######## instruction_prefetch_queue ########
Figure 1. Floorplan with the power grid (instruction_prefetch_queue).
Pins as bars on the die edge. Tap cells in gray.
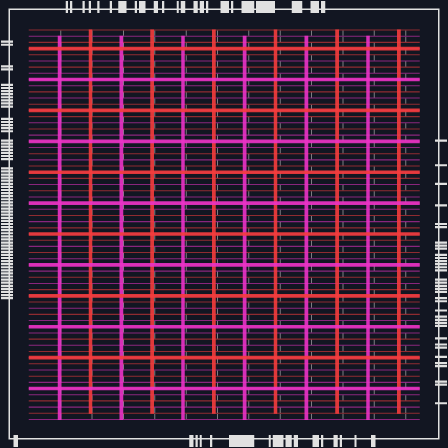

## config.mk

```make
export PLATFORM = sky130hd
export DESIGN_NAME = instruction_prefetch_queue
export DESIGN_NICKNAME = d
export VERILOG_FILES = /design/src/rtl/instruction_prefetch_queue.sv
export SDC_FILE = /design/constraint.sdc
export NUM_CORES = 1
export LEC_CHECK = 0
export ABC_CLOCK_PERIOD_IN_PS = 4000
export CORE_MARGIN = 8
export CORE_UTILIZATION = 45
export DETAILED_ROUTE_END_ITERATION = 16
export GPL_ROUTABILITY_DRIVEN = 0
export HOLD_SLACK_MARGIN = 0.12
export PLACE_DENSITY = 0.71
export REMOVE_ABC_BUFFERS = 1
export SLEW_MARGIN = 10
export SYNTH_ARGS = -nofsm -noshare
export SYNTH_HDL_FRONTEND = slang
export SYNTH_SLANG_ARGS = --single-unit
export TNS_END_PERCENT = 5
```

## constraint.sdc

```tcl
create_clock -name clk -period 4 [get_ports clk]
set_input_delay 0.8 -clock clk [delete_from_list [all_inputs] [get_ports clk]]
set_output_delay 0.8 -clock clk [all_outputs]
set_load 0.1 [all_outputs]
```

## src/rtl/instruction_prefetch_queue.sv

```systemverilog
// Instruction prefetch queue between the CPU fetch port and instruction memory.
// Streams sequential words ahead of the fetch address into a DEPTH-entry FIFO;
// a non-sequential fetch or a flush discards the queue and restarts streaming.
module instruction_prefetch_queue #(
   parameter int DEPTH = 4
) (
   input  logic        clk,
   input  logic        rst,
   input  logic        flush,
   input  logic [31:0] cpu_address,
   input  logic        cpu_read,
   output logic [31:0] cpu_readdata,
   output logic        cpu_waitrequest,
   output logic [31:0] mem_address,
   output logic        mem_read,
   input  logic [31:0] mem_readdata,
   input  logic        mem_waitrequest,
   output logic [31:0] hit_count,
   output logic [31:0] miss_count
);
   localparam int PW = $clog2(DEPTH);
   localparam int CW = PW + 1;

   typedef enum logic [1:0] {IDLE, STREAM, DRAIN} state_t;

   state_t        state_q, state_d;
   logic [CW-1:0] count_q, count_d;
   logic [PW-1:0] rd_ptr_q, rd_ptr_d, wr_ptr_q, wr_ptr_d;
   logic [31:0]   head_addr_q, head_addr_d;
   logic [31:0]   fetch_addr_q, fetch_addr_d;
   logic [31:0]   drain_addr_q, drain_addr_d;   // address of the read being drained
   logic          drain_idle_q, drain_idle_d;   // drain was caused by flush -> IDLE after
   logic [31:0]   hit_cnt_q, hit_cnt_d, miss_cnt_q, miss_cnt_d;
   logic [31:0]   queue_q [DEPTH];

   logic        at_head, hit, pend, miss, accept, stall, push;
   logic [31:0] req_word;
   logic        unused_addr_lsb;

   assign unused_addr_lsb = ^cpu_address[1:0];
   assign req_word        = {cpu_address[31:2], 2'b00};
   assign at_head         = (cpu_address[31:2] == head_addr_q[31:2]);

   // Hit is served the same cycle; flush and reset both refuse it.
   assign hit  = !rst && !flush && cpu_read && (count_q != '0) && at_head && (state_q != DRAIN);
   // Empty queue already streaming toward the requested word: just wait.
   assign pend = (state_q == STREAM) && (count_q == '0) && at_head;
   // Restart request; in DRAIN the restart is already recorded.
   assign miss = !rst && !flush && cpu_read && !hit && !pend && (state_q != DRAIN);

   // Memory read request derived from registered state (plus the pop that frees a slot).
   always_comb begin
      mem_read = 1'b0;
      if (!rst) begin
         case (state_q)
            STREAM:  mem_read = (count_q < CW'(DEPTH)) || hit;
            DRAIN:   mem_read = 1'b1;
            default: mem_read = 1'b0;
         endcase
      end
   end

   assign mem_address     = (state_q == DRAIN) ? drain_addr_q : fetch_addr_q;
   assign accept          = mem_read && !mem_waitrequest;
   assign stall           = mem_read && mem_waitrequest;
   assign push            = (state_q == STREAM) && accept && !flush && !miss;

   assign cpu_waitrequest = cpu_read && !hit;
   assign cpu_readdata    = (count_q != '0) ? queue_q[rd_ptr_q] : '0;
   assign hit_count       = hit_cnt_q;
   assign miss_count      = miss_cnt_q;

   // Next-state: flush first, then drain completion, restart, and normal streaming.
   always_comb begin
      state_d      = state_q;
      count_d      = count_q;
      rd_ptr_d     = rd_ptr_q;
      wr_ptr_d     = wr_ptr_q;
      head_addr_d  = head_addr_q;
      fetch_addr_d = fetch_addr_q;
      drain_addr_d = drain_addr_q;
      drain_idle_d = drain_idle_q;
      hit_cnt_d    = hit_cnt_q;
      miss_cnt_d   = miss_cnt_q;
      if (flush) begin
         count_d  = '0;
         rd_ptr_d = '0;
         wr_ptr_d = '0;
         if (stall) begin
            state_d      = DRAIN;
            drain_addr_d = mem_address;
            drain_idle_d = 1'b1;
         end else begin
            state_d = IDLE;
         end
      end else if (state_q == DRAIN) begin
         if (!mem_waitrequest) state_d = drain_idle_q ? IDLE : STREAM;
      end else if (miss) begin
         count_d      = '0;
         rd_ptr_d     = '0;
         wr_ptr_d     = '0;
         head_addr_d  = req_word;
         fetch_addr_d = req_word;
         miss_cnt_d   = miss_cnt_q + 32'd1;
         if (stall) begin
            state_d      = DRAIN;
            drain_addr_d = mem_address;
            drain_idle_d = 1'b0;
         end else begin
            state_d = STREAM;
         end
      end else if (state_q == STREAM) begin
         if (push) begin
            wr_ptr_d     = wr_ptr_q + PW'(1);
            fetch_addr_d = fetch_addr_q + 32'd4;
         end
         if (hit) begin
            rd_ptr_d    = rd_ptr_q + PW'(1);
            head_addr_d = head_addr_q + 32'd4;
            hit_cnt_d   = hit_cnt_q + 32'd1;
         end
         count_d = count_q + CW'(push) - CW'(hit);
      end
   end

   // State registers with synchronous reset.
   always_ff @(posedge clk) begin
      if (rst) begin
         state_q      <= IDLE;
         count_q      <= '0;
         rd_ptr_q     <= '0;
         wr_ptr_q     <= '0;
         head_addr_q  <= '0;
         fetch_addr_q <= '0;
         drain_addr_q <= '0;
         drain_idle_q <= 1'b0;
         hit_cnt_q    <= '0;
         miss_cnt_q   <= '0;
      end else begin
         state_q      <= state_d;
         count_q      <= count_d;
         rd_ptr_q     <= rd_ptr_d;
         wr_ptr_q     <= wr_ptr_d;
         head_addr_q  <= head_addr_d;
         fetch_addr_q <= fetch_addr_d;
         drain_addr_q <= drain_addr_d;
         drain_idle_q <= drain_idle_d;
         hit_cnt_q    <= hit_cnt_d;
         miss_cnt_q   <= miss_cnt_d;
      end
   end

   // Queue storage; contents are only read while count is non-zero.
   always_ff @(posedge clk) begin
      if (push) queue_q[wr_ptr_q] <= mem_readdata;
   end
endmodule

```

######## fetch_unit ########
$ cat src/rtl/fetch_unit.sv
// Instruction fetch stage: owns the PC, issues word reads, buffers returned instructions for decode.
// Optional misaligned-redirect fault handling is enabled by defining FETCH_MISALIGN_CHECK_EN.
module fetch_unit #(
   parameter logic [31:0] RESET_PC = 32'h8000_0000,
   parameter int unsigned DEPTH    = 4
) (
   input  logic        clk_i,
   input  logic        rst_i,
   output logic        imem_req_o,
   output logic [31:0] imem_addr_o,
   input  logic [31:0] imem_rdata_i,
   output logic        inst_valid_o,
   output logic [31:0] inst_o,
   output logic [31:0] inst_pc_o,
   input  logic        inst_ready_i,
   input  logic        redirect_i,
   input  logic [31:0] redirect_pc_i
`ifdef FETCH_MISALIGN_CHECK_EN
   ,
   output logic        fault_o
`endif
);

   localparam int unsigned PTR_W = $clog2(DEPTH);
   localparam int unsigned CNT_W = PTR_W + 1;
   localparam int unsigned SUM_W = CNT_W + 1;

   logic [31:0]      pc_q, pc_d;
   logic             req_q, req_d;
   logic [31:0]      addr_q, addr_d;
   logic             rsp_vld_q, rsp_vld_d;
   logic [31:0]      rsp_pc_q, rsp_pc_d;
   logic [PTR_W-1:0] wr_ptr_q, wr_ptr_d;
   logic [PTR_W-1:0] rd_ptr_q, rd_ptr_d;
   logic [CNT_W-1:0] cnt_q, cnt_d;
   logic             valid_q, valid_d;
   logic [31:0]      inst_mem_q [DEPTH];
   logic [31:0]      pc_mem_q   [DEPTH];

   logic             push_c, pop_c, issue_c, run_c, wr_en_c;
   logic [SUM_W-1:0] occ_c;
   logic [31:0]      redir_pc_c;

`ifdef FETCH_MISALIGN_CHECK_EN
   typedef enum logic {ST_RUN = 1'b0, ST_FAULT = 1'b1} state_e;
   state_e state_q, state_d;
   logic   fault_q, fault_d;
   logic   misalign_c;

   assign misalign_c = |redirect_pc_i[1:0];

   // FSM state register
   always_ff @(posedge clk_i) begin
      if (rst_i) state_q <= ST_RUN;
      else       state_q <= state_d;
   end

   // FSM next state: every redirect re-decides between RUN and FAULT
   always_comb begin
      state_d = state_q;
      if (redirect_i) state_d = misalign_c ? ST_FAULT : ST_RUN;
   end

   // FSM outputs
   always_comb begin
      run_c   = 1'b0;
      fault_d = 1'b0;
      if (state_q == ST_RUN)  run_c   = 1'b1;
      if (state_d == ST_FAULT) fault_d = 1'b1;
   end

   always_ff @(posedge clk_i) begin
      if (rst_i) fault_q <= 1'b0;
      else       fault_q <= fault_d;
   end

   assign fault_o = fault_q;
`else
   logic unused_lsb_c;

   assign run_c        = 1'b1;
   assign unused_lsb_c = ^redirect_pc_i[1:0];
`endif

   assign redir_pc_c = {redirect_pc_i[31:2], 2'b00};
   assign push_c     = rsp_vld_q;
   assign pop_c      = valid_q && inst_ready_i;
   assign wr_en_c    = push_c && !redirect_i;
   // Credit check counts FIFO entries plus both in-flight slots; same-cycle pops are not credited
   assign occ_c      = SUM_W'(cnt_q) + SUM_W'(req_q) + SUM_W'(rsp_vld_q);
   assign issue_c    = run_c && (occ_c < SUM_W'(DEPTH));

   // Next-state for PC, request pipeline and FIFO bookkeeping; redirect overrides everything
   always_comb begin
      pc_d      = pc_q;
      req_d     = 1'b0;
      addr_d    = addr_q;
      rsp_vld_d = 1'b0;
      rsp_pc_d  = rsp_pc_q;
      wr_ptr_d  = wr_ptr_q;
      rd_ptr_d  = rd_ptr_q;
      cnt_d     = cnt_q;
      if (redirect_i) begin
         pc_d     = redir_pc_c;
         wr_ptr_d = '0;
         rd_ptr_d = '0;
         cnt_d    = '0;
      end else begin
         rsp_vld_d = req_q;
         rsp_pc_d  = addr_q;
         if (issue_c) begin
            req_d  = 1'b1;
            addr_d = pc_q;
            pc_d   = pc_q + 32'd4;
         end
         if (push_c) wr_ptr_d = wr_ptr_q + PTR_W'(1);
         if (pop_c)  rd_ptr_d = rd_ptr_q + PTR_W'(1);
         cnt_d = cnt_q + CNT_W'(push_c) - CNT_W'(pop_c);
      end
      valid_d = (cnt_d != '0);
   end

   always_ff @(posedge clk_i) begin
      if (rst_i) begin
         pc_q      <= RESET_PC;
         req_q     <= 1'b0;
         addr_q    <= RESET_PC;
         rsp_vld_q <= 1'b0;
         rsp_pc_q  <= '0;
         wr_ptr_q  <= '0;
         rd_ptr_q  <= '0;
         cnt_q     <= '0;
         valid_q   <= 1'b0;
      end else begin
         pc_q      <= pc_d;
         req_q     <= req_d;
         addr_q    <= addr_d;
         rsp_vld_q <= rsp_vld_d;
         rsp_pc_q  <= rsp_pc_d;
         wr_ptr_q  <= wr_ptr_d;
         rd_ptr_q  <= rd_ptr_d;
         cnt_q     <= cnt_d;
         valid_q   <= valid_d;
      end
   end

   // FIFO storage; cleared on reset so the head reads zero
   always_ff @(posedge clk_i) begin
      if (rst_i) begin
         for (int i = 0; i < DEPTH; i++) begin
            inst_mem_q[i] <= '0;
            pc_mem_q[i]   <= '0;
         end
      end else if (wr_en_c) begin
         inst_mem_q[wr_ptr_q] <= imem_rdata_i;
         pc_mem_q[wr_ptr_q]   <= rsp_pc_q;
      end
   end

   assign imem_req_o   = req_q;
   assign imem_addr_o  = addr_q;
   assign inst_valid_o = valid_q;
   assign inst_o       = inst_mem_q[rd_ptr_q];
   assign inst_pc_o    = pc_mem_q[rd_ptr_q];

endmodule

$ cat config.mk
export PLATFORM = sky130hd
export DESIGN_NAME = fetch_unit
export DESIGN_NICKNAME = d
export VERILOG_FILES = /design/src/rtl/fetch_unit.sv
export SDC_FILE = /design/constraint.sdc
export NUM_CORES = 1
export LEC_CHECK = 0
export ABC_AREA = 1
export CAP_MARGIN = 15
export CORE_MARGIN = 2
export CORE_UTILIZATION = 55
export CTS_CLUSTER_SIZE = 20
export DETAILED_ROUTE_END_ITERATION = 8
export GPL_TIMING_DRIVEN = 0
export PLACE_DENSITY = 0.78
export SYNTH_ARGS = -nofsm -noshare
export SYNTH_HDL_FRONTEND = slang
export SYNTH_SLANG_ARGS = --single-unit
export TNS_END_PERCENT = 50
$ cat constraint.sdc
create_clock -name clk_i -period 9.5 [get_ports clk_i]
set_input_delay 1.425 -clock clk_i [delete_from_list [all_inputs] [get_ports clk_i]]
set_output_delay 1.425 -clock clk_i [all_outputs]
set_load 0.02 [all_outputs]
######## serial_subtractor ########
[config.mk]
export PLATFORM = sky130hd
export DESIGN_NAME = serial_subtractor
export DESIGN_NICKNAME = d
export VERILOG_FILES = /design/src/rtl/serial_sub_pkg.sv /design/src/rtl/full_sub.sv /design/src/rtl/serial_subtractor.sv
export SDC_FILE = /design/constraint.sdc
export NUM_CORES = 1
export LEC_CHECK = 0
export ABC_AREA = 1
export CORE_MARGIN = 2
export CORE_UTILIZATION = 58
export CTS_BUF_LIST = sky130_fd_sc_hd__clkbuf_2 sky130_fd_sc_hd__clkbuf_4 sky130_fd_sc_hd__clkbuf_8
export DETAILED_ROUTE_END_ITERATION = 8
export PLACE_DENSITY = 0.87
export SETUP_SLACK_MARGIN = 0.15
export SLEW_MARGIN = 20
export SYNTH_ARGS = -nofsm -noshare
export SYNTH_HDL_FRONTEND = slang
export SYNTH_HIERARCHICAL = 1
export SYNTH_SLANG_ARGS = --single-unit
[constraint.sdc]
create_clock -name clk -period 1.9 [get_ports clk]
set_input_delay 0.285 -clock clk [delete_from_list [all_inputs] [get_ports clk]]
set_output_delay 0.285 -clock clk [all_outputs]
set_load 0.05 [all_outputs]
[src/rtl/serial_sub_pkg.sv]
`default_nettype none
// ============================================================================
// Module      : serial_sub_pkg
// Description : Shared definitions for the bit-serial subtractor: controller
//               state encoding, legal WIDTH range and counter sizing helper.
// Revision    : 1.0 - initial release
// ============================================================================
package serial_sub_pkg;

  // Controller state encoding
  localparam logic [1:0] IDLE = 2'd0;
  localparam logic [1:0] RUN  = 2'd1;
  localparam logic [1:0] DONE = 2'd2;

  // Legal operand width range
  localparam int c_WIDTH_MIN = 1;
  localparam int c_WIDTH_MAX = 64;

  function automatic bit width_ok(input int w);
    return (w >= c_WIDTH_MIN) && (w <= c_WIDTH_MAX);
  endfunction

  // Bit counter width: max(1, clog2(w)); a 1- or 2-bit operand still needs a
  // one-bit counter.
  function automatic int cnt_width(input int w);
    return (w <= 2) ? 1 : $clog2(w);
  endfunction

endpackage
`default_nettype wire

[src/rtl/full_sub.sv]
`default_nettype none
// ============================================================================
// Module      : full_sub
// Description : Combinational one-bit full subtractor cell, a - b - bin.
// Ports       : a, b, bin  - minuend bit, subtrahend bit, borrow in
//               d, bout    - difference bit, borrow out
// Revision    : 1.0 - initial release
// ============================================================================
module full_sub (
  input  logic a,
  input  logic b,
  input  logic bin,
  output logic d,
  output logic bout
);

  assign d    = a ^ b ^ bin;
  // Borrow when b exceeds a, or when a == b and a borrow is already pending
  assign bout = (~a & b) | (~(a ^ b) & bin);

endmodule
`default_nettype wire

[src/rtl/serial_subtractor.sv]
`default_nettype none
// ============================================================================
// Module      : serial_subtractor
// Description : Bit-serial WIDTH-bit unsigned subtractor, d = a - b, LSB
//               first, one bit per clock through a single full_sub cell and a
//               borrow flip-flop. start/done handshake; one op per WIDTH+2
//               cycles.
// Ports       : clk, rst (async, active high)
//               start, a, b        - request and operands (sampled in IDLE)
//               busy, done         - RUN indicator, one-cycle completion pulse
//               d, bout, ovf       - difference, final borrow, signed overflow
// Config      : define SERIAL_SUB_OVF_EN to compute ovf; otherwise ovf = 0.
// Revision    : 1.0 - initial release
// ============================================================================
module serial_subtractor
  import serial_sub_pkg::*;
#(
  parameter int WIDTH = 8
) (
  input  logic             clk,
  input  logic             rst,
  input  logic             start,
  input  logic [WIDTH-1:0] a,
  input  logic [WIDTH-1:0] b,
  output logic             busy,
  output logic             done,
  output logic [WIDTH-1:0] d,
  output logic             bout,
  output logic             ovf
);

  localparam int                 c_CNT_W = cnt_width(WIDTH);
  localparam logic [c_CNT_W-1:0] c_LAST  = c_CNT_W'(WIDTH - 1);

  if (!width_ok(WIDTH)) begin : g_width_bad
    $error("serial_subtractor: WIDTH must be in 1..64");
  end

  logic [1:0]         r_state;
  logic [1:0]         w_state_nxt;
  logic [c_CNT_W-1:0] r_cnt;
  logic [WIDTH-1:0]   r_a;
  logic [WIDTH-1:0]   r_b;
  logic               r_borrow;
  logic [WIDTH-1:0]   r_d;
  logic               r_bout;
  logic               w_d;
  logic               w_bout;
  logic               w_last;
  logic [WIDTH-1:0]   w_res_nxt;

  full_sub u_full_sub (
    .a    (r_a[0]),
    .b    (r_b[0]),
    .bin  (r_borrow),
    .d    (w_d),
    .bout (w_bout)
  );

  assign w_last = (r_state == RUN) && (r_cnt == c_LAST);

  // Result accumulator. Only WIDTH-1 bits are stored: the bit produced on the
  // final edge goes straight into d as its MSB together with the stored bits.
  if (WIDTH > 1) begin : g_res_wide
    logic [WIDTH-2:0] r_res;

    assign w_res_nxt = {w_d, r_res};

    always_ff @(posedge clk or posedge rst) begin
      if (rst) begin
        r_res <= '0;
      end else if (r_state == IDLE && start) begin
        r_res <= '0;
      end else if (r_state == RUN) begin
        r_res <= w_res_nxt[WIDTH-1:1];
      end
    end
  end else begin : g_res_single
    assign w_res_nxt = w_d;
  end

  // State register
  always_ff @(posedge clk or posedge rst) begin
    if (rst) begin
      r_state <= IDLE;
    end else begin
      r_state <= w_state_nxt;
    end
  end

  // Next-state logic
  always_comb begin
    w_state_nxt = r_state;
    case (r_state)
      IDLE:    w_state_nxt = start ? RUN : IDLE;
      RUN:     w_state_nxt = w_last ? DONE : RUN;
      DONE:    w_state_nxt = IDLE;
      default: w_state_nxt = IDLE;
    endcase
  end

  // Outputs decoded from the state register only, so no input reaches them
  always_comb begin
    busy = 1'b0;
    done = 1'b0;
    case (r_state)
      RUN:     busy = 1'b1;
      DONE:    done = 1'b1;
      default: ;
    endcase
  end

  // Serial datapath
  always_ff @(posedge clk or posedge rst) begin
    if (rst) begin
      r_cnt    <= '0;
      r_a      <= '0;
      r_b      <= '0;
      r_borrow <= 1'b0;
      r_d      <= '0;
      r_bout   <= 1'b0;
    end else begin
      case (r_state)
        IDLE: begin
          if (start) begin
            r_a      <= a;
            r_b      <= b;
            r_borrow <= 1'b0;
            r_cnt    <= '0;
          end
        end
        RUN: begin
          r_a      <= r_a >> 1;
          r_b      <= r_b >> 1;
          r_borrow <= w_bout;
          r_cnt    <= r_cnt + c_CNT_W'(1);
          if (w_last) begin
            r_d    <= w_res_nxt;
            r_bout <= w_bout;
          end
        end
        default: ;
      endcase
    end
  end

  assign d    = r_d;
  assign bout = r_bout;

`ifdef SERIAL_SUB_OVF_EN
  // Operand MSBs are shifted out during RUN, so keep copies for the signed
  // overflow test on the final edge (w_d is then the result MSB).
  logic r_a_msb;
  logic r_b_msb;
  logic r_ovf;

  always_ff @(posedge clk or posedge rst) begin
    if (rst) begin
      r_a_msb <= 1'b0;
      r_b_msb <= 1'b0;
      r_ovf   <= 1'b0;
    end else if (r_state == IDLE && start) begin
      r_a_msb <= a[WIDTH-1];
      r_b_msb <= b[WIDTH-1];
    end else if (w_last) begin
      r_ovf <= (r_a_msb != r_b_msb) && (w_d != r_a_msb);
    end
  end

  assign ovf = r_ovf;
`else
  assign ovf = 1'b0;
`endif

endmodule
`default_nettype wire

Figure 2. Clock distribution (serial_subtractor).
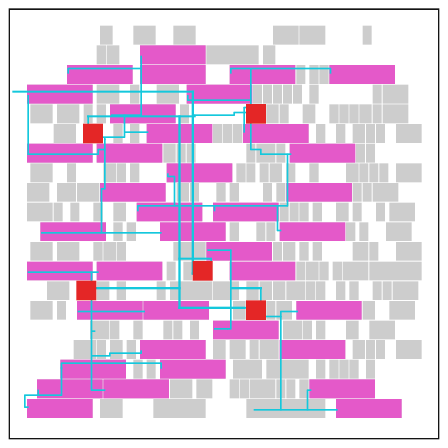
- cyan: clock wires (length 429 um)
- magenta: flip-flops (count 38)
- red: clock drivers (count 5)
- routed clock nets: 6

==> flow_summary.json, serial_subtractor <==
{
  "pg_comb_w": 0.00172,
  "synth-async-reset-ratio_pct": 100,
  "cts_setup_buffers": 0,
  "core_area_mm2": 0.00298,
  "layout.cells.non_filler": 272,
  "crit_path_end_kind": "output port",
  "seq_area_frac_synth_pct": 53.7,
  "drive_above_1_share_pct": 12.6,
  "power_density_mw_per_mm2": 1700,
  "outcome": "completed",
  "period_used_pct": 85.6,
  "slew_viol_final": 0,
  "placed_cell_area_mm2": 0.00207,
  "fillCellCount": 239,
  "htreeDepth": 2,
  "p_leak_nw": 1.14,
  "top_cell": "nand2_1",
  "busiest_layer": "met2",
  "cp.arrival_ns": 1.34
}
serial_subtractor: area by class of cell:
cell class | count | share of cell area [%]
repair buffers | 33 | 15.4
well taps | 33 | 1.93
multi-input cells | 142 | 31.2
clock inverters | 1 | 1.40
inverters | 18 | 3.27
clock buffers | 7 | 2.45
flip-flops and latches | 38 | 44.4
serial_subtractor: worst paths after layout:
check	start	end	slack [ns]	cells after the start
worst max-delay path	r_state[1]	done	0.27	4
worst min-delay path	rst	g_res_wide.r_res[3]	0.34	3
worst max register to register	r_cnt[0]	d[0]	0.42	6
worst min register to register	g_res_wide.r_res[0]	d[0]	0.49	2
max in group asynchronous	rst	r_b[3]	1.23	3
min in group clk	g_res_wide.r_res[0]	d[0]	0.49	2
serial_subtractor: tightest hold or removal path, stage by stage:
cell             delay [ns]
clkdlybuf4s50_1        0.39
inv_1                  0.05
buf_4                  0.40
serial_subtractor: cells by family after synthesis:
kind of cell | after synthesis | share of synthesized area [%]
buffers and inverters | 28 | 8.69
adder cells (fa/ha/maj) | 3 | 2.54
AND-OR/OR-AND | 21 | 8.27
flip-flops | 38 | 53.7
AND/OR/NAND/NOR | 117 | 26.6
other | 1 | 0.212
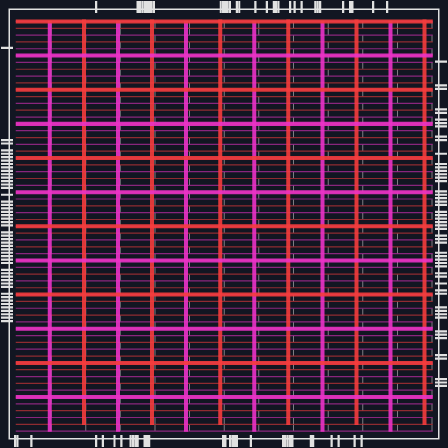
Figure 3: fetch_unit, floorplan with the power grid.
Pins as bars on the die edge. Tap cells in gray.
- magenta: VSS
- red: VDD
- met5 straps: 12
- met4 straps: 12
- tap cells: 372

==> flow_summary.json, fetch_unit <==
{
  "outcome": "completed",
  "clock_sinks": 350,
  "n_antenna_cell": 0,
  "crit_type": "reg2out",
  "fin_crit_ns": 4.57,
  "warnings": 28,
  "internal_power_w": 0.00257,
  "wire_per_inst_um": 18.7,
  "crit_top_cell": "clkbuf_1",
  "hold_end": "push_c",
  "period_used_pct": 48.1,
  "p_comb_share_pct": 7.8,
  "hold_start": "imem_req_o",
  "insertion_delay_ns": 0.53,
  "die_h_um": 170,
  "finalSetupViolations": 0,
  "r2r_setup_slack_ns": 7.09,
  "die_area_mm2": 0.0291,
  "ys.warnings.count": 0
}
==> fetch_unit: flip-flops by register name, summed over array words and instances (netlist names), named ones only <==
| signal | count |
|---|---|
| imem_addr_o | 30 |
| push_c | 1 |
| rsp_pc_q | 30 |
| inst_valid_o | 1 |
| inst_mem_q | 128 |
| imem_req_o | 1 |
| rd_ptr_q | 2 |
| wr_ptr_q | 2 |
| cnt_q | 3 |
| pc_q | 30 |
| pc_mem_q | 120 |
==> fetch_unit: metrics by stage <==
stage               power, W  util [%]
floorplan            0.00189         -
global placement     0.00201      63.8
detailed placement   0.00201      64.2
CTS                  0.00334      68.3
global route         0.00343      68.3
finish               0.00334      68.3
==> fetch_unit: tightest hold or removal path, cell delays in order, from the launching register on <==
cell     delay [ns]
dfxtp_1        0.34
inv_1          0.06
nor2_1         0.04
==> fetch_unit: area by class of cell <==
| type | instances | share of cell area [%] |
|---|---|---|
| tap | 372 | 2.51 |
| sequential | 350 | 51.3 |
| clock buffer | 49 | 5.30 |
| multi-input combinational | 1054 | 26.1 |
| buffer | 107 | 2.95 |
| timing repair buffer | 161 | 8.95 |
| inverter | 114 | 2.31 |
| clock inverter | 12 | 0.635 |
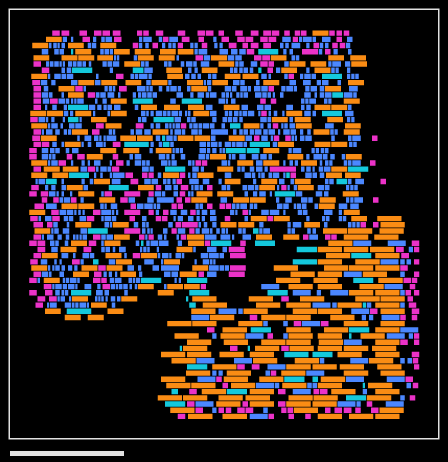
Figure 4: instruction_prefetch_queue, cell classes on the final placement.
Scale bar: 50 um.
- magenta: other buffers and delay cells (cells 260; share of their area 14%)
- blue: combinational and other logic (cells 871; share of their area 35%)
- cyan: clock drivers and dummy loads (cells 62; share of their area 7.0%)
- orange: flops (cells 296; share of their area 43%)

Notes on Figure 1 above:
- red: VDD
- magenta: VSS
- met5 straps: 12
- signal pins: 199
- met1 rails: 64
- met4 straps: 12
- rows: 63

==> flow_summary.json, instruction_prefetch_queue <==
{
  "powerSeq_w": 0.00323,
  "synth.cellmix.simpleShare_pct": 17.3,
  "edf_count": 128,
  "p_comb_share_pct": 7.6,
  "cts_buffers": 34,
  "clock_sinks": 296,
  "fin_crit_ns": 3.89,
  "cts_setup_buffers": 1,
  "synth-async-reset-ratio_pct": 0,
  "grt_first_pass_wirelength_mm": 56.8,
  "cp-start-kind": "input pin",
  "pre_cts_slack_ns": -0.502,
  "via_count": 10500,
  "peakVddDrop_uv": 261,
  "pg_comb_w": 0.000529,
  "cp.depth": 11,
  "top_cell": "dfxtp_1",
  "hpwl_mm": 24.4,
  "yosysUniqueCellTypes": 50,
  "drive_above_1_share_pct": 17.7,
  "p_leak_nw": 5.73,
  "nNetsFinal": 1545,
  "grt.total_usage_pct": 19.7,
  "placed_cell_area_mm2": 0.0160,
  "vias_per_cell": 5.61,
  "outcome": "completed",
  "synthMuxAreaShare_pct": 7.98,
  "antenna_found_initial": 2,
  "ctsResizeCount": 5
}
[instruction_prefetch_queue: final timing paths]
kind                         from               to  slack (ns)
setup / recovery  cpu_address[20]  cpu_waitrequest        0.11
hold reg to reg   drain_addr_q[2]  drain_addr_q[2]        0.47
setup reg to reg       state_q[0]       count_q[2]        0.14
hold / removal    drain_addr_q[2]  drain_addr_q[2]        0.47
[instruction_prefetch_queue: final cells by class]
| cell class | count | area (um^2) | area share (%) |
|---|---|---|---|
| diodes | 1 | 2.50 | 0.0145 |
| well taps | 390 | 488 | 2.83 |
| clock buffers | 45 | 952 | 5.53 |
| multi-input cells | 840 | 5820 | 33.8 |
| inverters | 31 | 119 | 0.690 |
| flip-flops and latches | 296 | 7210 | 41.9 |
| repair buffers | 260 | 2420 | 14.0 |
| clock inverters | 17 | 213 | 1.24 |
[instruction_prefetch_queue: logic make-up after synthesis]
| group | after synthesis |
|---|---|
| AOI/OAI and AO/OA | 202 |
| xor gates and xnor gates | 130 |
| adders and majority gates | 13 |
| buffers and inverters | 100 |
| DFF | 296 |
| muxes | 63 |
| and+or+nand+nor | 432 |

## Gallery

Sequential cells colored by netlist name.
panel A
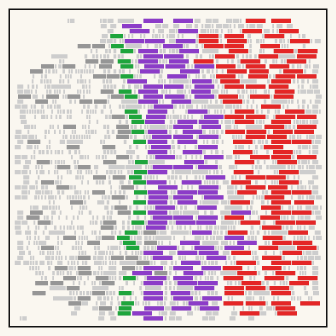
panel B
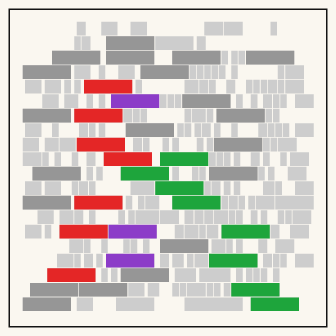
panel C
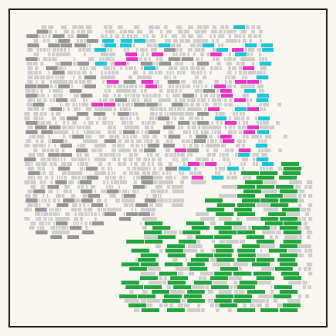
Panel C comes from instruction_prefetch_queue.
Panel A comes from fetch_unit.
Panel B comes from serial_subtractor.

Key to panel A:
- purple: `pc_mem_q` (placed flops 120; where a vertical strip down the middle)
- red: `inst_mem_q` (placed flops 128; where a vertical strip on the right)
- green: `rsp_pc_q` (placed flops 30)


######## threebitcounter_driver ########
Figure 5. Congestion heat map (threebitcounter_driver).
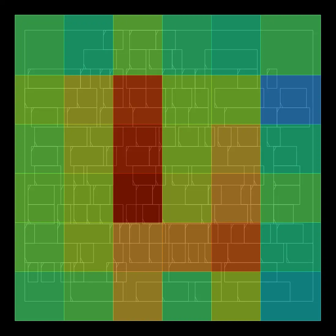

<file path="config.mk">
export PLATFORM = sky130hd
export DESIGN_NAME = threebitcounter_driver
export DESIGN_NICKNAME = d
export VERILOG_FILES = /design/src/rtl/threebitcounter_driver.sv
export SDC_FILE = /design/constraint.sdc
export NUM_CORES = 1
export LEC_CHECK = 0
export CAP_MARGIN = 0
export CORE_UTILIZATION = 45
export CTS_CLUSTER_DIAMETER = 150
export CTS_CLUSTER_SIZE = 12
export DETAILED_ROUTE_END_ITERATION = 8
export PLACE_DENSITY = 0.77
export RECOVER_POWER = 100
export SKIP_CTS_REPAIR_TIMING = 1
export SYNTH_ARGS = -nofsm -noshare
export SYNTH_HDL_FRONTEND = slang
export SYNTH_SLANG_ARGS = --single-unit
export TNS_END_PERCENT = 1
</file>
<file path="constraint.sdc">
create_clock -name clk -period 1.9 [get_ports clk]
set_input_delay 0.19 -clock clk [delete_from_list [all_inputs] [get_ports clk]]
set_output_delay 0.19 -clock clk [all_outputs]
set_load 0.02 [all_outputs]
</file>
<file path="src/rtl/threebitcounter_driver.sv">
// Command sequencer driving the three-bit counter's ld/inc/data_in.
// Keeps a shadow count, never increments past 7, flags counter divergence.
module threebitcounter_driver (
    input  logic       clk,
    input  logic       rst,
    input  logic       cmd_valid,
    output logic       cmd_ready,
    input  logic [1:0] cmd_op,
    input  logic [2:0] cmd_arg,
    output logic       ld,
    output logic       inc,
    output logic [2:0] data_in,
    input  logic [2:0] data_out,
    output logic       done,
    output logic       sat,
    output logic       mismatch,
    output logic [2:0] shadow
);

    localparam logic [1:0] OP_NOP   = 2'b00;
    localparam logic [1:0] OP_LOAD  = 2'b01;
    localparam logic [1:0] OP_INC   = 2'b10;
    localparam logic [1:0] OP_CLEAR = 2'b11;

    typedef enum logic [1:0] {
        S_IDLE,
        S_LOAD,
        S_INC,
        S_ACK
    } state_t;

    state_t     state;
    state_t     state_nx;
    logic [2:0] remaining;
    logic [2:0] load_val;
    logic       armed;
    logic       accept;
    logic       at_top;

    assign accept = cmd_valid && (state == S_IDLE);
    assign at_top = (shadow == 3'd7);

    // State register.
    always_ff @(posedge clk) begin
        if (!rst) begin
            state <= S_IDLE;
        end else begin
            state <= state_nx;
        end
    end

    // Next-state selection.
    always_comb begin
        state_nx = state;
        unique case (state)
            S_IDLE: begin
                if (accept) begin
                    unique case (cmd_op)
                        OP_LOAD:  state_nx = S_LOAD;
                        OP_CLEAR: state_nx = S_LOAD;
                        OP_INC:   state_nx = (cmd_arg != 3'd0) ? S_INC : S_ACK;
                        OP_NOP:   state_nx = S_ACK;
                    endcase
                end
            end
            S_LOAD: state_nx = S_IDLE;
            S_INC: begin
                if (at_top || remaining == 3'd1) begin
                    state_nx = S_IDLE;
                end
            end
            S_ACK:  state_nx = S_IDLE;
        endcase
    end

    // Datapath: load value, burst length, shadow count and divergence check.
    always_ff @(posedge clk) begin
        if (!rst) begin
            shadow    <= 3'd0;
            remaining <= 3'd0;
            load_val  <= 3'd0;
            armed     <= 1'b0;
            mismatch  <= 1'b0;
        end else begin
            if (armed && data_out != shadow) begin
                mismatch <= 1'b1;
            end
            unique case (state)
                S_IDLE: begin
                    if (accept) begin
                        if (cmd_op == OP_LOAD) begin
                            load_val <= cmd_arg;
                        end else if (cmd_op == OP_CLEAR) begin
                            load_val <= 3'd0;
                        end else if (cmd_op == OP_INC) begin
                            remaining <= cmd_arg;
                        end
                    end
                end
                S_LOAD: begin
                    shadow <= load_val;
                    armed  <= 1'b1;
                end
                S_INC: begin
                    if (at_top) begin
                        remaining <= 3'd0;
                    end else begin
                        shadow    <= shadow + 3'd1;
                        remaining <= remaining - 3'd1;
                    end
                end
                S_ACK: begin
                end
            endcase
        end
    end

    // Strobes decoded from registered state, forced quiet while in reset.
    always_comb begin
        cmd_ready = (state == S_IDLE) || !rst;
        ld        = rst && (state == S_LOAD);
        inc       = rst && (state == S_INC) && !at_top;
        sat       = rst && (state == S_INC) && at_top;
        data_in   = rst ? load_val : 3'd0;
        done      = 1'b0;
        if (rst) begin
            unique case (state)
                S_IDLE: done = 1'b0;
                S_LOAD: done = 1'b1;
                S_INC:  done = at_top || (remaining == 3'd1);
                S_ACK:  done = 1'b1;
            endcase
        end
    end

endmodule

</file>
######## pcie_notify_ring_gen ########
`config.mk`:
```
export PLATFORM = sky130hd
export DESIGN_NAME = pcie_notify_ring_gen
export DESIGN_NICKNAME = d
export VERILOG_FILES = /design/src/rtl/pcie_ntfy_pkg.sv /design/src/rtl/pcie_ntfy_coalesce.sv /design/src/rtl/pcie_notify_ring_gen.sv
export SDC_FILE = /design/constraint.sdc
export NUM_CORES = 1
export LEC_CHECK = 0
export ABC_AREA = 1
export CAP_MARGIN = 0
export CORE_ASPECT_RATIO = 0.75
export CORE_MARGIN = 4
export CORE_UTILIZATION = 57
export DETAILED_ROUTE_END_ITERATION = 12
export PLACE_DENSITY_LB_ADDON = 0.08
export REMOVE_ABC_BUFFERS = 1
export SYNTH_ARGS = -nofsm -noshare
export SYNTH_HDL_FRONTEND = slang
export SYNTH_SLANG_ARGS = --single-unit
```
`constraint.sdc`:
```
create_clock -name clk_i -period 15.9 [get_ports clk_i]
set_clock_uncertainty 0.05 [all_clocks]
set_input_delay 3.18 -clock clk_i [delete_from_list [all_inputs] [get_ports clk_i]]
set_output_delay 3.18 -clock clk_i [all_outputs]
set_load 0.01 [all_outputs]
```
`src/rtl/pcie_ntfy_pkg.sv`:
```
// pcie_ntfy_pkg
//   Shared definitions for the PCIe event-notification ring writer:
//   FSM state encoding, header field offsets, ring entry geometry and the
//   width of the drop statistic.
package pcie_ntfy_pkg;

    typedef enum logic [2:0] {
        ST_IDLE,
        ST_LOOKUP,
        ST_COLLECT,
        ST_ISSUE,
        ST_DROP
    } ntfy_state_e;

    // Header word layout. The bucket field starts at bit 6. The interrupt
    // number sits directly above the bucket field, so its offset depends on
    // BUCKET_BITS and is derived in the top module.
    localparam int HDR_BUCKET_LSB = 6;
    localparam int HDR_OVF_BIT    = 31;

    // One ring entry is 16 bytes, which is four 32-bit event words.
    localparam int ENTRY_BYTES = 16;
    localparam int ENTRY_WORDS = ENTRY_BYTES / 4;

    localparam int STAT_W = 16;

endpackage

```
`src/rtl/pcie_ntfy_coalesce.sv`:
```
// pcie_ntfy_coalesce
//   Interrupt coalescer for one interrupt number. Only built when
//   PCIE_NTFY_COALESCE_EN is defined.
//   Completions accumulate in a pending counter. A timer runs while anything
//   is pending. The coalescer raises irq_o when the pending count reaches the
//   threshold (a threshold of 0 acts as 1) or when the timer expires; pending
//   and timer then restart. irq_o stays high until gnt_i.
// Ports:
//   clk_i, rst_n_i  clock, synchronous active-low reset
//   cpl_i           one completion for this interrupt number
//   thr_i           coalescing threshold
//   gnt_i           the top has taken the pending interrupt
//   irq_o           an interrupt is waiting to be issued
`ifdef PCIE_NTFY_COALESCE_EN
module pcie_ntfy_coalesce #(
    parameter int THR_W        = 8,
    parameter int COAL_TIMEOUT = 1024
) (
    input  logic             clk_i,
    input  logic             rst_n_i,
    input  logic             cpl_i,
    input  logic [THR_W-1:0] thr_i,
    input  logic             gnt_i,
    output logic             irq_o
);
    localparam int TMR_W = $clog2(COAL_TIMEOUT + 1);

    logic [15:0]      pend_q, pend_d, thr_eff;
    logic [TMR_W-1:0] tmr_q, tmr_d;
    logic             irq_q, irq_d, fire;

    always_comb begin
        thr_eff = (thr_i == '0) ? 16'd1 : 16'(thr_i);
        fire    = (pend_q != '0) &&
                  ((pend_q >= thr_eff) || (tmr_q == TMR_W'(COAL_TIMEOUT - 1)));
        pend_d  = pend_q;
        tmr_d   = tmr_q;
        irq_d   = irq_q;
        if (gnt_i) irq_d = 1'b0;
        if (fire) begin
            // A new event wins over a grant in the same cycle. A completion
            // arriving now opens the next window.
            irq_d  = 1'b1;
            pend_d = cpl_i ? 16'd1 : 16'd0;
            tmr_d  = '0;
        end else begin
            if (cpl_i && pend_q != 16'hFFFF) pend_d = pend_q + 16'd1;
            if (pend_q != '0) tmr_d = tmr_q + TMR_W'(1);
        end
    end

    always_ff @(posedge clk_i) begin
        if (!rst_n_i) begin
            pend_q <= '0;
            tmr_q  <= '0;
            irq_q  <= 1'b0;
        end else begin
            pend_q <= pend_d;
            tmr_q  <= tmr_d;
            irq_q  <= irq_d;
        end
    end

    assign irq_o = irq_q;

endmodule
`endif

```
`src/rtl/pcie_notify_ring_gen.sv`:
```
// pcie_notify_ring_gen
//   Event-notification writer. Each bucket owns a host-memory ring with a
//   64-bit programmable base and 2^RING_BITS entries of 16 B. Event packets
//   of up to four words are packed into one entry and issued as a memory
//   write (address and payload on separate handshakes). Write completions
//   become interrupts.
//   When a ring is full the block either stalls the input (DROP_ON_FULL=0)
//   or drops the packet and sets the bucket's overflow flag (DROP_ON_FULL=1).
//   The overflow flag is reported in bit 31 of the next written header.
//   Optional macro PCIE_NTFY_COALESCE_EN: per-interrupt-number coalescing by
//   threshold and timeout. Without the macro, every completion produces one
//   interrupt.
// Ports:
//   s_cfg_*  ring configuration (base, threshold); accepted only in IDLE
//   s_ack_*  host read-pointer updates (always accepted)
//   s_evd_*  event word stream (word 0 = header)
//   m_req_*  write request: address [63:4] and tag (interrupt number)
//   m_dat_*  write payload, 128-bit entry
//   s_cpl_*  write completions
//   m_int_*  interrupt output
//   stat_drop_o  saturating count of dropped packets
module pcie_notify_ring_gen
    import pcie_ntfy_pkg::*;
#(
    parameter int BUCKET_BITS  = 2,
    parameter int RING_BITS    = 8,
    parameter int INT_NUM_BITS = 2,
    parameter int DROP_ON_FULL = 0,
    parameter int COAL_TIMEOUT = 1024
) (
    input  logic                      clk_i,
    input  logic                      rst_n_i,
    input  logic [BUCKET_BITS-1:0]    s_cfg_bucket_i,
    input  logic [64-(RING_BITS+4)-1:0] s_cfg_base_i,
    input  logic [RING_BITS-1:0]      s_cfg_thr_i,
    input  logic                      s_cfg_valid_i,
    output logic                      s_cfg_ready_o,
    input  logic [BUCKET_BITS-1:0]    s_ack_bucket_i,
    input  logic [RING_BITS:0]        s_ack_ptr_i,
    input  logic                      s_ack_valid_i,
    input  logic [31:0]               s_evd_data_i,
    input  logic                      s_evd_valid_i,
    input  logic                      s_evd_last_i,
    output logic                      s_evd_ready_o,
    output logic [59:0]               m_req_addr_o,
    output logic [INT_NUM_BITS-1:0]   m_req_tag_o,
    output logic                      m_req_valid_o,
    input  logic                      m_req_ready_i,
    output logic [127:0]              m_dat_data_o,
    output logic                      m_dat_valid_o,
    input  logic                      m_dat_ready_i,
    input  logic [INT_NUM_BITS-1:0]   s_cpl_tag_i,
    input  logic                      s_cpl_valid_i,
    output logic                      s_cpl_ready_o,
    output logic [INT_NUM_BITS-1:0]   m_int_data_o,
    output logic                      m_int_valid_o,
    input  logic                      m_int_ready_i,
    output logic [STAT_W-1:0]         stat_drop_o
);
    localparam int NB        = 1 << BUCKET_BITS;
    localparam int BASE_W    = 64 - (RING_BITS + 4);
    localparam int PTR_W     = RING_BITS + 1;
    localparam int INTNO_LSB = HDR_BUCKET_LSB + BUCKET_BITS;

    if (RING_BITS < 4 || RING_BITS > 12) begin : g_bad_ring_bits
        $error("RING_BITS must be in 4..12");
    end
    if (COAL_TIMEOUT < 1) begin : g_bad_timeout
        $error("COAL_TIMEOUT must be positive");
    end

    // Per-bucket register files.
    logic [BASE_W-1:0] base_q   [NB];
    logic [PTR_W-1:0]  wr_ptr_q [NB];
    logic [PTR_W-1:0]  ack_ptr_q[NB];
    logic [NB-1:0]     ovf_q;

    ntfy_state_e              state_q, state_d;
    logic [BUCKET_BITS-1:0]   bkt_q;
    logic [INT_NUM_BITS-1:0]  intno_q;
    logic [127:0]             ent_q;
    logic [2:0]               wcnt_q;
    logic                     req_done_q, dat_done_q;
    logic [STAT_W-1:0]        stat_q;

    logic             evd_fire, req_fire, dat_fire, cfg_fire;
    logic             issue_done, drop_done, ring_full;
    logic [PTR_W-1:0] occ;
    logic [31:0]      word;

    assign evd_fire = s_evd_valid_i && s_evd_ready_o;
    assign req_fire = m_req_valid_o && m_req_ready_i;
    assign dat_fire = m_dat_valid_o && m_dat_ready_i;
    assign cfg_fire = s_cfg_valid_i && s_cfg_ready_o;

    // Occupancy uses wrap-bit pointers, so a difference of exactly
    // 2^RING_BITS means the ring is full.
    assign occ       = wr_ptr_q[bkt_q] - ack_ptr_q[bkt_q];
    assign ring_full = (occ == {1'b1, {RING_BITS{1'b0}}});

    // Header bit 31 reports whether packets were dropped since the last write.
    assign word = (wcnt_q == '0) ? {ovf_q[bkt_q], s_evd_data_i[HDR_OVF_BIT-1:0]}
                                 : s_evd_data_i;

    always_comb begin
        state_d       = state_q;
        s_evd_ready_o = 1'b0;
        m_req_valid_o = 1'b0;
        m_dat_valid_o = 1'b0;
        issue_done    = 1'b0;
        drop_done     = 1'b0;
        case (state_q)
            ST_IDLE:   if (s_evd_valid_i) state_d = ST_LOOKUP;
            ST_LOOKUP: begin
                if (!ring_full)             state_d = ST_COLLECT;
                else if (DROP_ON_FULL != 0) state_d = ST_DROP;
            end
            ST_COLLECT: begin
                s_evd_ready_o = 1'b1;
                if (evd_fire && s_evd_last_i) state_d = ST_ISSUE;
            end
            ST_ISSUE: begin
                m_req_valid_o = !req_done_q;
                m_dat_valid_o = !dat_done_q;
                if ((req_done_q || req_fire) && (dat_done_q || dat_fire)) begin
                    issue_done = 1'b1;
                    state_d    = ST_IDLE;
                end
            end
            ST_DROP: begin
                s_evd_ready_o = 1'b1;
                if (evd_fire && s_evd_last_i) begin
                    drop_done = 1'b1;
                    state_d   = ST_IDLE;
                end
            end
            default: state_d = ST_IDLE;
        endcase
    end

    always_ff @(posedge clk_i) begin
        if (!rst_n_i) begin
            state_q    <= ST_IDLE;
            bkt_q      <= '0;
            intno_q    <= '0;
            ent_q      <= '0;
            wcnt_q     <= '0;
            req_done_q <= 1'b0;
            dat_done_q <= 1'b0;
            stat_q     <= '0;
            ovf_q      <= '0;
            for (int i = 0; i < NB; i++) begin
                base_q[i]    <= '0;
                wr_ptr_q[i]  <= '0;
                ack_ptr_q[i] <= '0;
            end
        end else begin
            state_q <= state_d;
            // The header stays on the bus until COLLECT, so the routing
            // fields are taken from it while it waits in IDLE.
            if (state_q == ST_IDLE && s_evd_valid_i) begin
                bkt_q   <= s_evd_data_i[HDR_BUCKET_LSB +: BUCKET_BITS];
                intno_q <= s_evd_data_i[INTNO_LSB +: INT_NUM_BITS];
                ent_q   <= '0;
                wcnt_q  <= '0;
            end
            // Words past the fourth are accepted but not stored.
            if (state_q == ST_COLLECT && evd_fire && wcnt_q < 3'(ENTRY_WORDS)) begin
                ent_q[{wcnt_q[1:0], 5'd0} +: 32] <= word;
                wcnt_q <= wcnt_q + 3'd1;
            end
            if (req_fire) req_done_q <= 1'b1;
            if (dat_fire) dat_done_q <= 1'b1;
            if (issue_done) begin
                req_done_q       <= 1'b0;
                dat_done_q       <= 1'b0;
                wr_ptr_q[bkt_q]  <= wr_ptr_q[bkt_q] + PTR_W'(1);
                ovf_q[bkt_q]     <= 1'b0;
            end
            if (drop_done) begin
                ovf_q[bkt_q] <= 1'b1;
                if (stat_q != '1) stat_q <= stat_q + STAT_W'(1);
            end
            if (s_ack_valid_i) ack_ptr_q[s_ack_bucket_i] <= s_ack_ptr_i;
            // A config write comes after the ack, so it wins on the same bucket.
            if (cfg_fire) begin
                base_q[s_cfg_bucket_i]    <= s_cfg_base_i;
                wr_ptr_q[s_cfg_bucket_i]  <= '0;
                ack_ptr_q[s_cfg_bucket_i] <= '0;
                ovf_q[s_cfg_bucket_i]     <= 1'b0;
            end
        end
    end

    assign s_cfg_ready_o = (state_q == ST_IDLE);
    assign m_req_addr_o  = {base_q[bkt_q], wr_ptr_q[bkt_q][RING_BITS-1:0]};
    assign m_req_tag_o   = intno_q;
    assign m_dat_data_o  = ent_q;
    assign stat_drop_o   = stat_q;

    // Interrupt output register. It is shared by both completion schemes.
    logic                    int_vld_q, int_load;
    logic [INT_NUM_BITS-1:0] int_data_q, int_load_data;

`ifdef PCIE_NTFY_COALESCE_EN
    localparam int NI = 1 << INT_NUM_BITS;

    // One global threshold is loaded by every config write. Completions
    // carry only the interrupt number, not the bucket.
    logic [RING_BITS-1:0] thr_q;
    logic [NI-1:0]        irq_req, irq_gnt;

    always_ff @(posedge clk_i) begin
        if (!rst_n_i)      thr_q <= '0;
        else if (cfg_fire) thr_q <= s_cfg_thr_i;
    end

    for (genvar g = 0; g < NI; g++) begin : g_coal
        pcie_ntfy_coalesce #(
            .THR_W       (RING_BITS),
            .COAL_TIMEOUT(COAL_TIMEOUT)
        ) u_coal (
            .clk_i  (clk_i),
            .rst_n_i(rst_n_i),
            .cpl_i  (s_cpl_valid_i && (s_cpl_tag_i == INT_NUM_BITS'(g))),
            .thr_i  (thr_q),
            .gnt_i  (irq_gnt[g]),
            .irq_o  (irq_req[g])
        );
    end

    assign s_cpl_ready_o = 1'b1;

    // When the output slot is free, the lowest pending interrupt number
    // takes it.
    always_comb begin
        irq_gnt       = '0;
        int_load      = 1'b0;
        int_load_data = '0;
        if (!int_vld_q || m_int_ready_i) begin
            for (int i = NI - 1; i >= 0; i--) begin
                if (irq_req[i]) begin
                    irq_gnt       = '0;
                    irq_gnt[i]    = 1'b1;
                    int_load      = 1'b1;
                    int_load_data = INT_NUM_BITS'(i);
                end
            end
        end
    end
`else
    logic unused_thr;
    assign unused_thr    = ^s_cfg_thr_i;
    assign s_cpl_ready_o = !int_vld_q || m_int_ready_i;
    assign int_load      = s_cpl_valid_i && s_cpl_ready_o;
    assign int_load_data = s_cpl_tag_i;
`endif

    always_ff @(posedge clk_i) begin
        if (!rst_n_i) begin
            int_vld_q  <= 1'b0;
            int_data_q <= '0;
        end else if (int_load) begin
            int_vld_q  <= 1'b1;
            int_data_q <= int_load_data;
        end else if (m_int_ready_i) begin
            int_vld_q  <= 1'b0;
        end
    end

    assign m_int_valid_o = int_vld_q;
    assign m_int_data_o  = int_data_q;

endmodule

```

## Gallery

Floorplan with the power grid.
Pins as bars on the die edge. Tap cells in gray.
shot_01.png
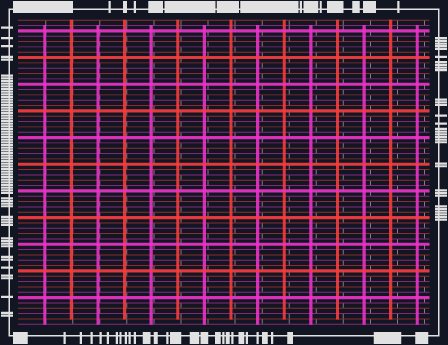
shot_02.png
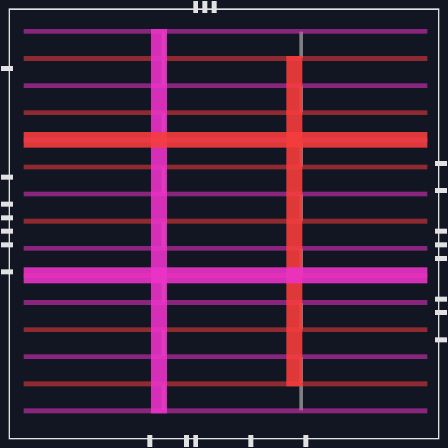
shot_02.png is threebitcounter_driver.
shot_01.png is pcie_notify_ring_gen.
- most pins: shot_01.png
- largest die: shot_01.png

Figure 6. Clock distribution (pcie_notify_ring_gen).
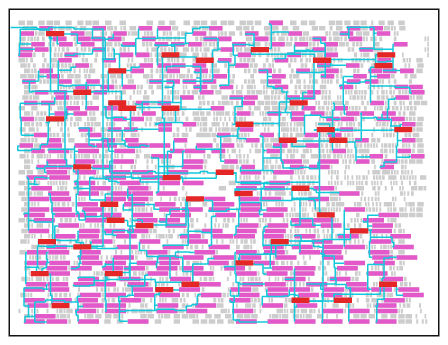
- magenta: flip-flops (count 428)
- cyan: clock wires (length 4890 um)
- red: clock drivers (count 42)
- routed clock nets: 43
- flops lie: widely spread
Clk power: 0.000936 W
clock share of power: 30.5%
Insertion Delay late pin: 0.54 ns

==> flow_summary.json, pcie_notify_ring_gen <==
{
  "outcome": "completed",
  "wire_per_inst_um": 18.8,
  "powerSeq_w": 0.00129,
  "edf_count": 244,
  "vias_per_cell": 5.62,
  "gp_congestion": 0.883,
  "power_density_mw_per_mm2": 132,
  "largest_reg_flops": 208,
  "die_w_um": 218,
  "grt_max_degree": 102,
  "ys_area_mm2": 0.0189,
  "r2r_setup_slack_ns": 11.45,
  "avgSynthCellArea_um2": 8.87,
  "power_w": 0.00307,
  "fillCellCount": 2495,
  "ff_type": "edfxtp_1",
  "common_cells": "418 x nor2_1, 279 x nand2_1, 244 x edfxtp_1",
  "drt-initial-drc-count": 1835,
  "synth-async-reset-ratio_pct": 0,
  "root_buffer": "clkbuf_16",
  "crit_type": "in2out",
  "synthAoiAreaFrac_pct": 10.8,
  "hold_buffers": 0,
  "ys.warnings.count": 0,
  "crit_path_end_kind": "output port",
  "slew_viol_final": 0,
  "utilization_pct": 71.4
}
-- pcie_notify_ring_gen: layout by cell type, fill, tap and decap left out, types with 3 or more instances in the layout --
master / synthesis / final
nand4_1: 15 / 15
a21oi_1: 177 / 177
nand2_4: 0 / 4
nor3_4: 3 / 3
o21ai_0: 129 / 129
nor2_1: 418 / 418
nand2_1: 279 / 275
clkbuf_1: 88 / 9
o22ai_1: 68 / 68
dfxtp_1: 184 / 182
conb_1: 1 / 16
nand2_2: 5 / 5
inv_4: 3 / 4
edfxtp_1: 244 / 244
clkinv_1: 4 / 11
buf_4: 22 / 19
inv_1: 158 / 158
clkbuf_8: 0 / 5
nand3b_1: 3 / 3
or2_2: 3 / 3
clkinv_2: 0 / 10
clkbuf_16: 0 / 43
nor2_2: 3 / 3
ha_1: 19 / 19
nor3_2: 3 / 3
nand3_2: 3 / 3
inv_2: 7 / 5
nor3_1: 5 / 5
nand3_1: 230 / 230
clkdlybuf4s50_1: 0 / 305
-- pcie_notify_ring_gen: worst max-delay path, cell delays in order --
cell and delay [ns]:
clkdlybuf4s50_1 0.45, inv_1 0.03, nand2_1 0.08, clkdlybuf4s50_1 0.56
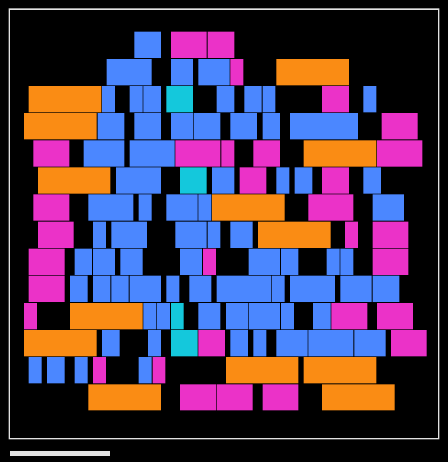
Figure 7: threebitcounter_driver, cell classes on the final placement.
Scale bar: 10 um.
- cyan: clock drivers and dummy loads (cells 4; share of their area 2.6%)
- blue: combinational and other logic (cells 72; share of their area 47%)
- orange: flops (cells 13; share of their area 25%)
- magenta: other buffers and delay cells (cells 31; share of their area 25%)

## Picture notes: Figure 5
routed len/inst: 13.9 um
GR Layer Usage met1: 28.1%
GRT Util Overall: 22.7%
met2 global-route usage: 39.4%
grt peak-use layer: met2

==> flow_summary.json, threebitcounter_driver <==
{
  "outcome": "completed",
  "final_antenna_net_count": 0,
  "n_antenna_cell": 0,
  "placed_cells": 132,
  "cp_slowest_stage_delay_ns": 0.59,
  "root_buffer": "clkbuf_4",
  "clkCellAreaFrac_pct": 2.51,
  "slew_viol_final": 0,
  "grt_max_degree": 10,
  "vias_per_cell": 5.65,
  "worst_pin_slew_ns": 0.340,
  "layout.cells.non_filler": 136,
  "utilization_pct": 67.8,
  "fin_crit_ns": 1.83,
  "grt_first_pass_wirelength_mm": 3.20,
  "cp.arrival_ns": 1.64,
  "cp-start-kind": "input pin",
  "via_count": 768
}
[threebitcounter_driver: path summary, 6_finish.rpt]
path	from	endpoint	slack, ns	cells past startpoint
worst max-delay path	rst	ld	0.07	4
worst min-delay path	mismatch	mismatch	0.45	2
worst max register to register	shadow[0]	shadow[0]	0.09	6
worst min register to register	mismatch	mismatch	0.45	2
[threebitcounter_driver: per-layer routing]
layer	vias to the layer above	GRT usage, %	wire length (um)
li1	380	-	-
met1	358	28.1	847
met2	24	39.4	920
met3	6	2.98	83
met4	0	9.09	34
met5	-	0	0
[threebitcounter_driver: power breakdown]
group | total (W) | internal [W] | switching, W
registers | 0.000311 | 0.000293 | 0.0000183
logic | 0.000179 | 0.0000897 | 0.0000897
clock network | 0.000176 | 0.0000815 | 0.0000948
[threebitcounter_driver: state kept, by name (all words and copies together), names as in the netlist]
name,flops
armed,1
load_val,3
mismatch,1
remaining,3
shadow,3
state,2
[threebitcounter_driver: worst reg2reg max path: stages, from the launching register on]
cell      delay (ns)
dfxtp_1         0.35
ha_1            0.21
ha_1            0.23
buf_4           0.17
nor3b_4         0.33
o22ai_1         0.17
a221oi_2        0.28


==> notes/layouts.md <==
Pictures saved along the way, in no particular order.

Clock distribution.
Plate I
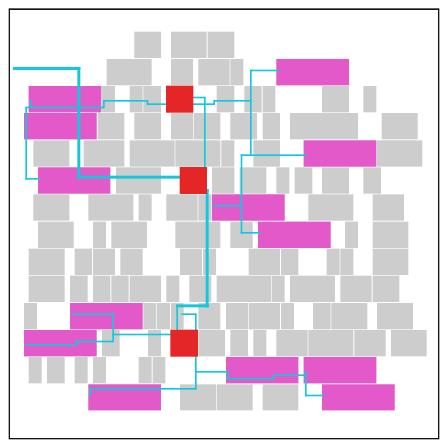
Plate II
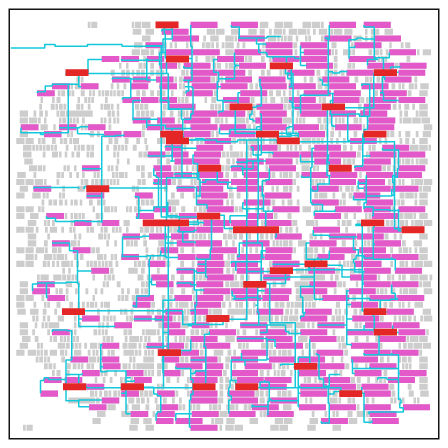
Plate III
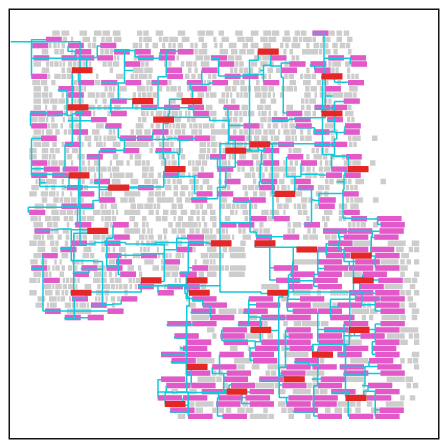
- most sequential cells: Plate II
- fewest sequential cells: Plate I
| picture | from |
|---|---|
| Plate II | fetch_unit |
| Plate I | threebitcounter_driver |
| Plate III | instruction_prefetch_queue |

Key to Plate I:
- cyan: clock wires (length 185 um)
- magenta: flip-flops (count 13)
- red: clock drivers (count 3)
- flops lie: widely spread
- routed clock nets: 4

Power and IR drop assume default switching activity.
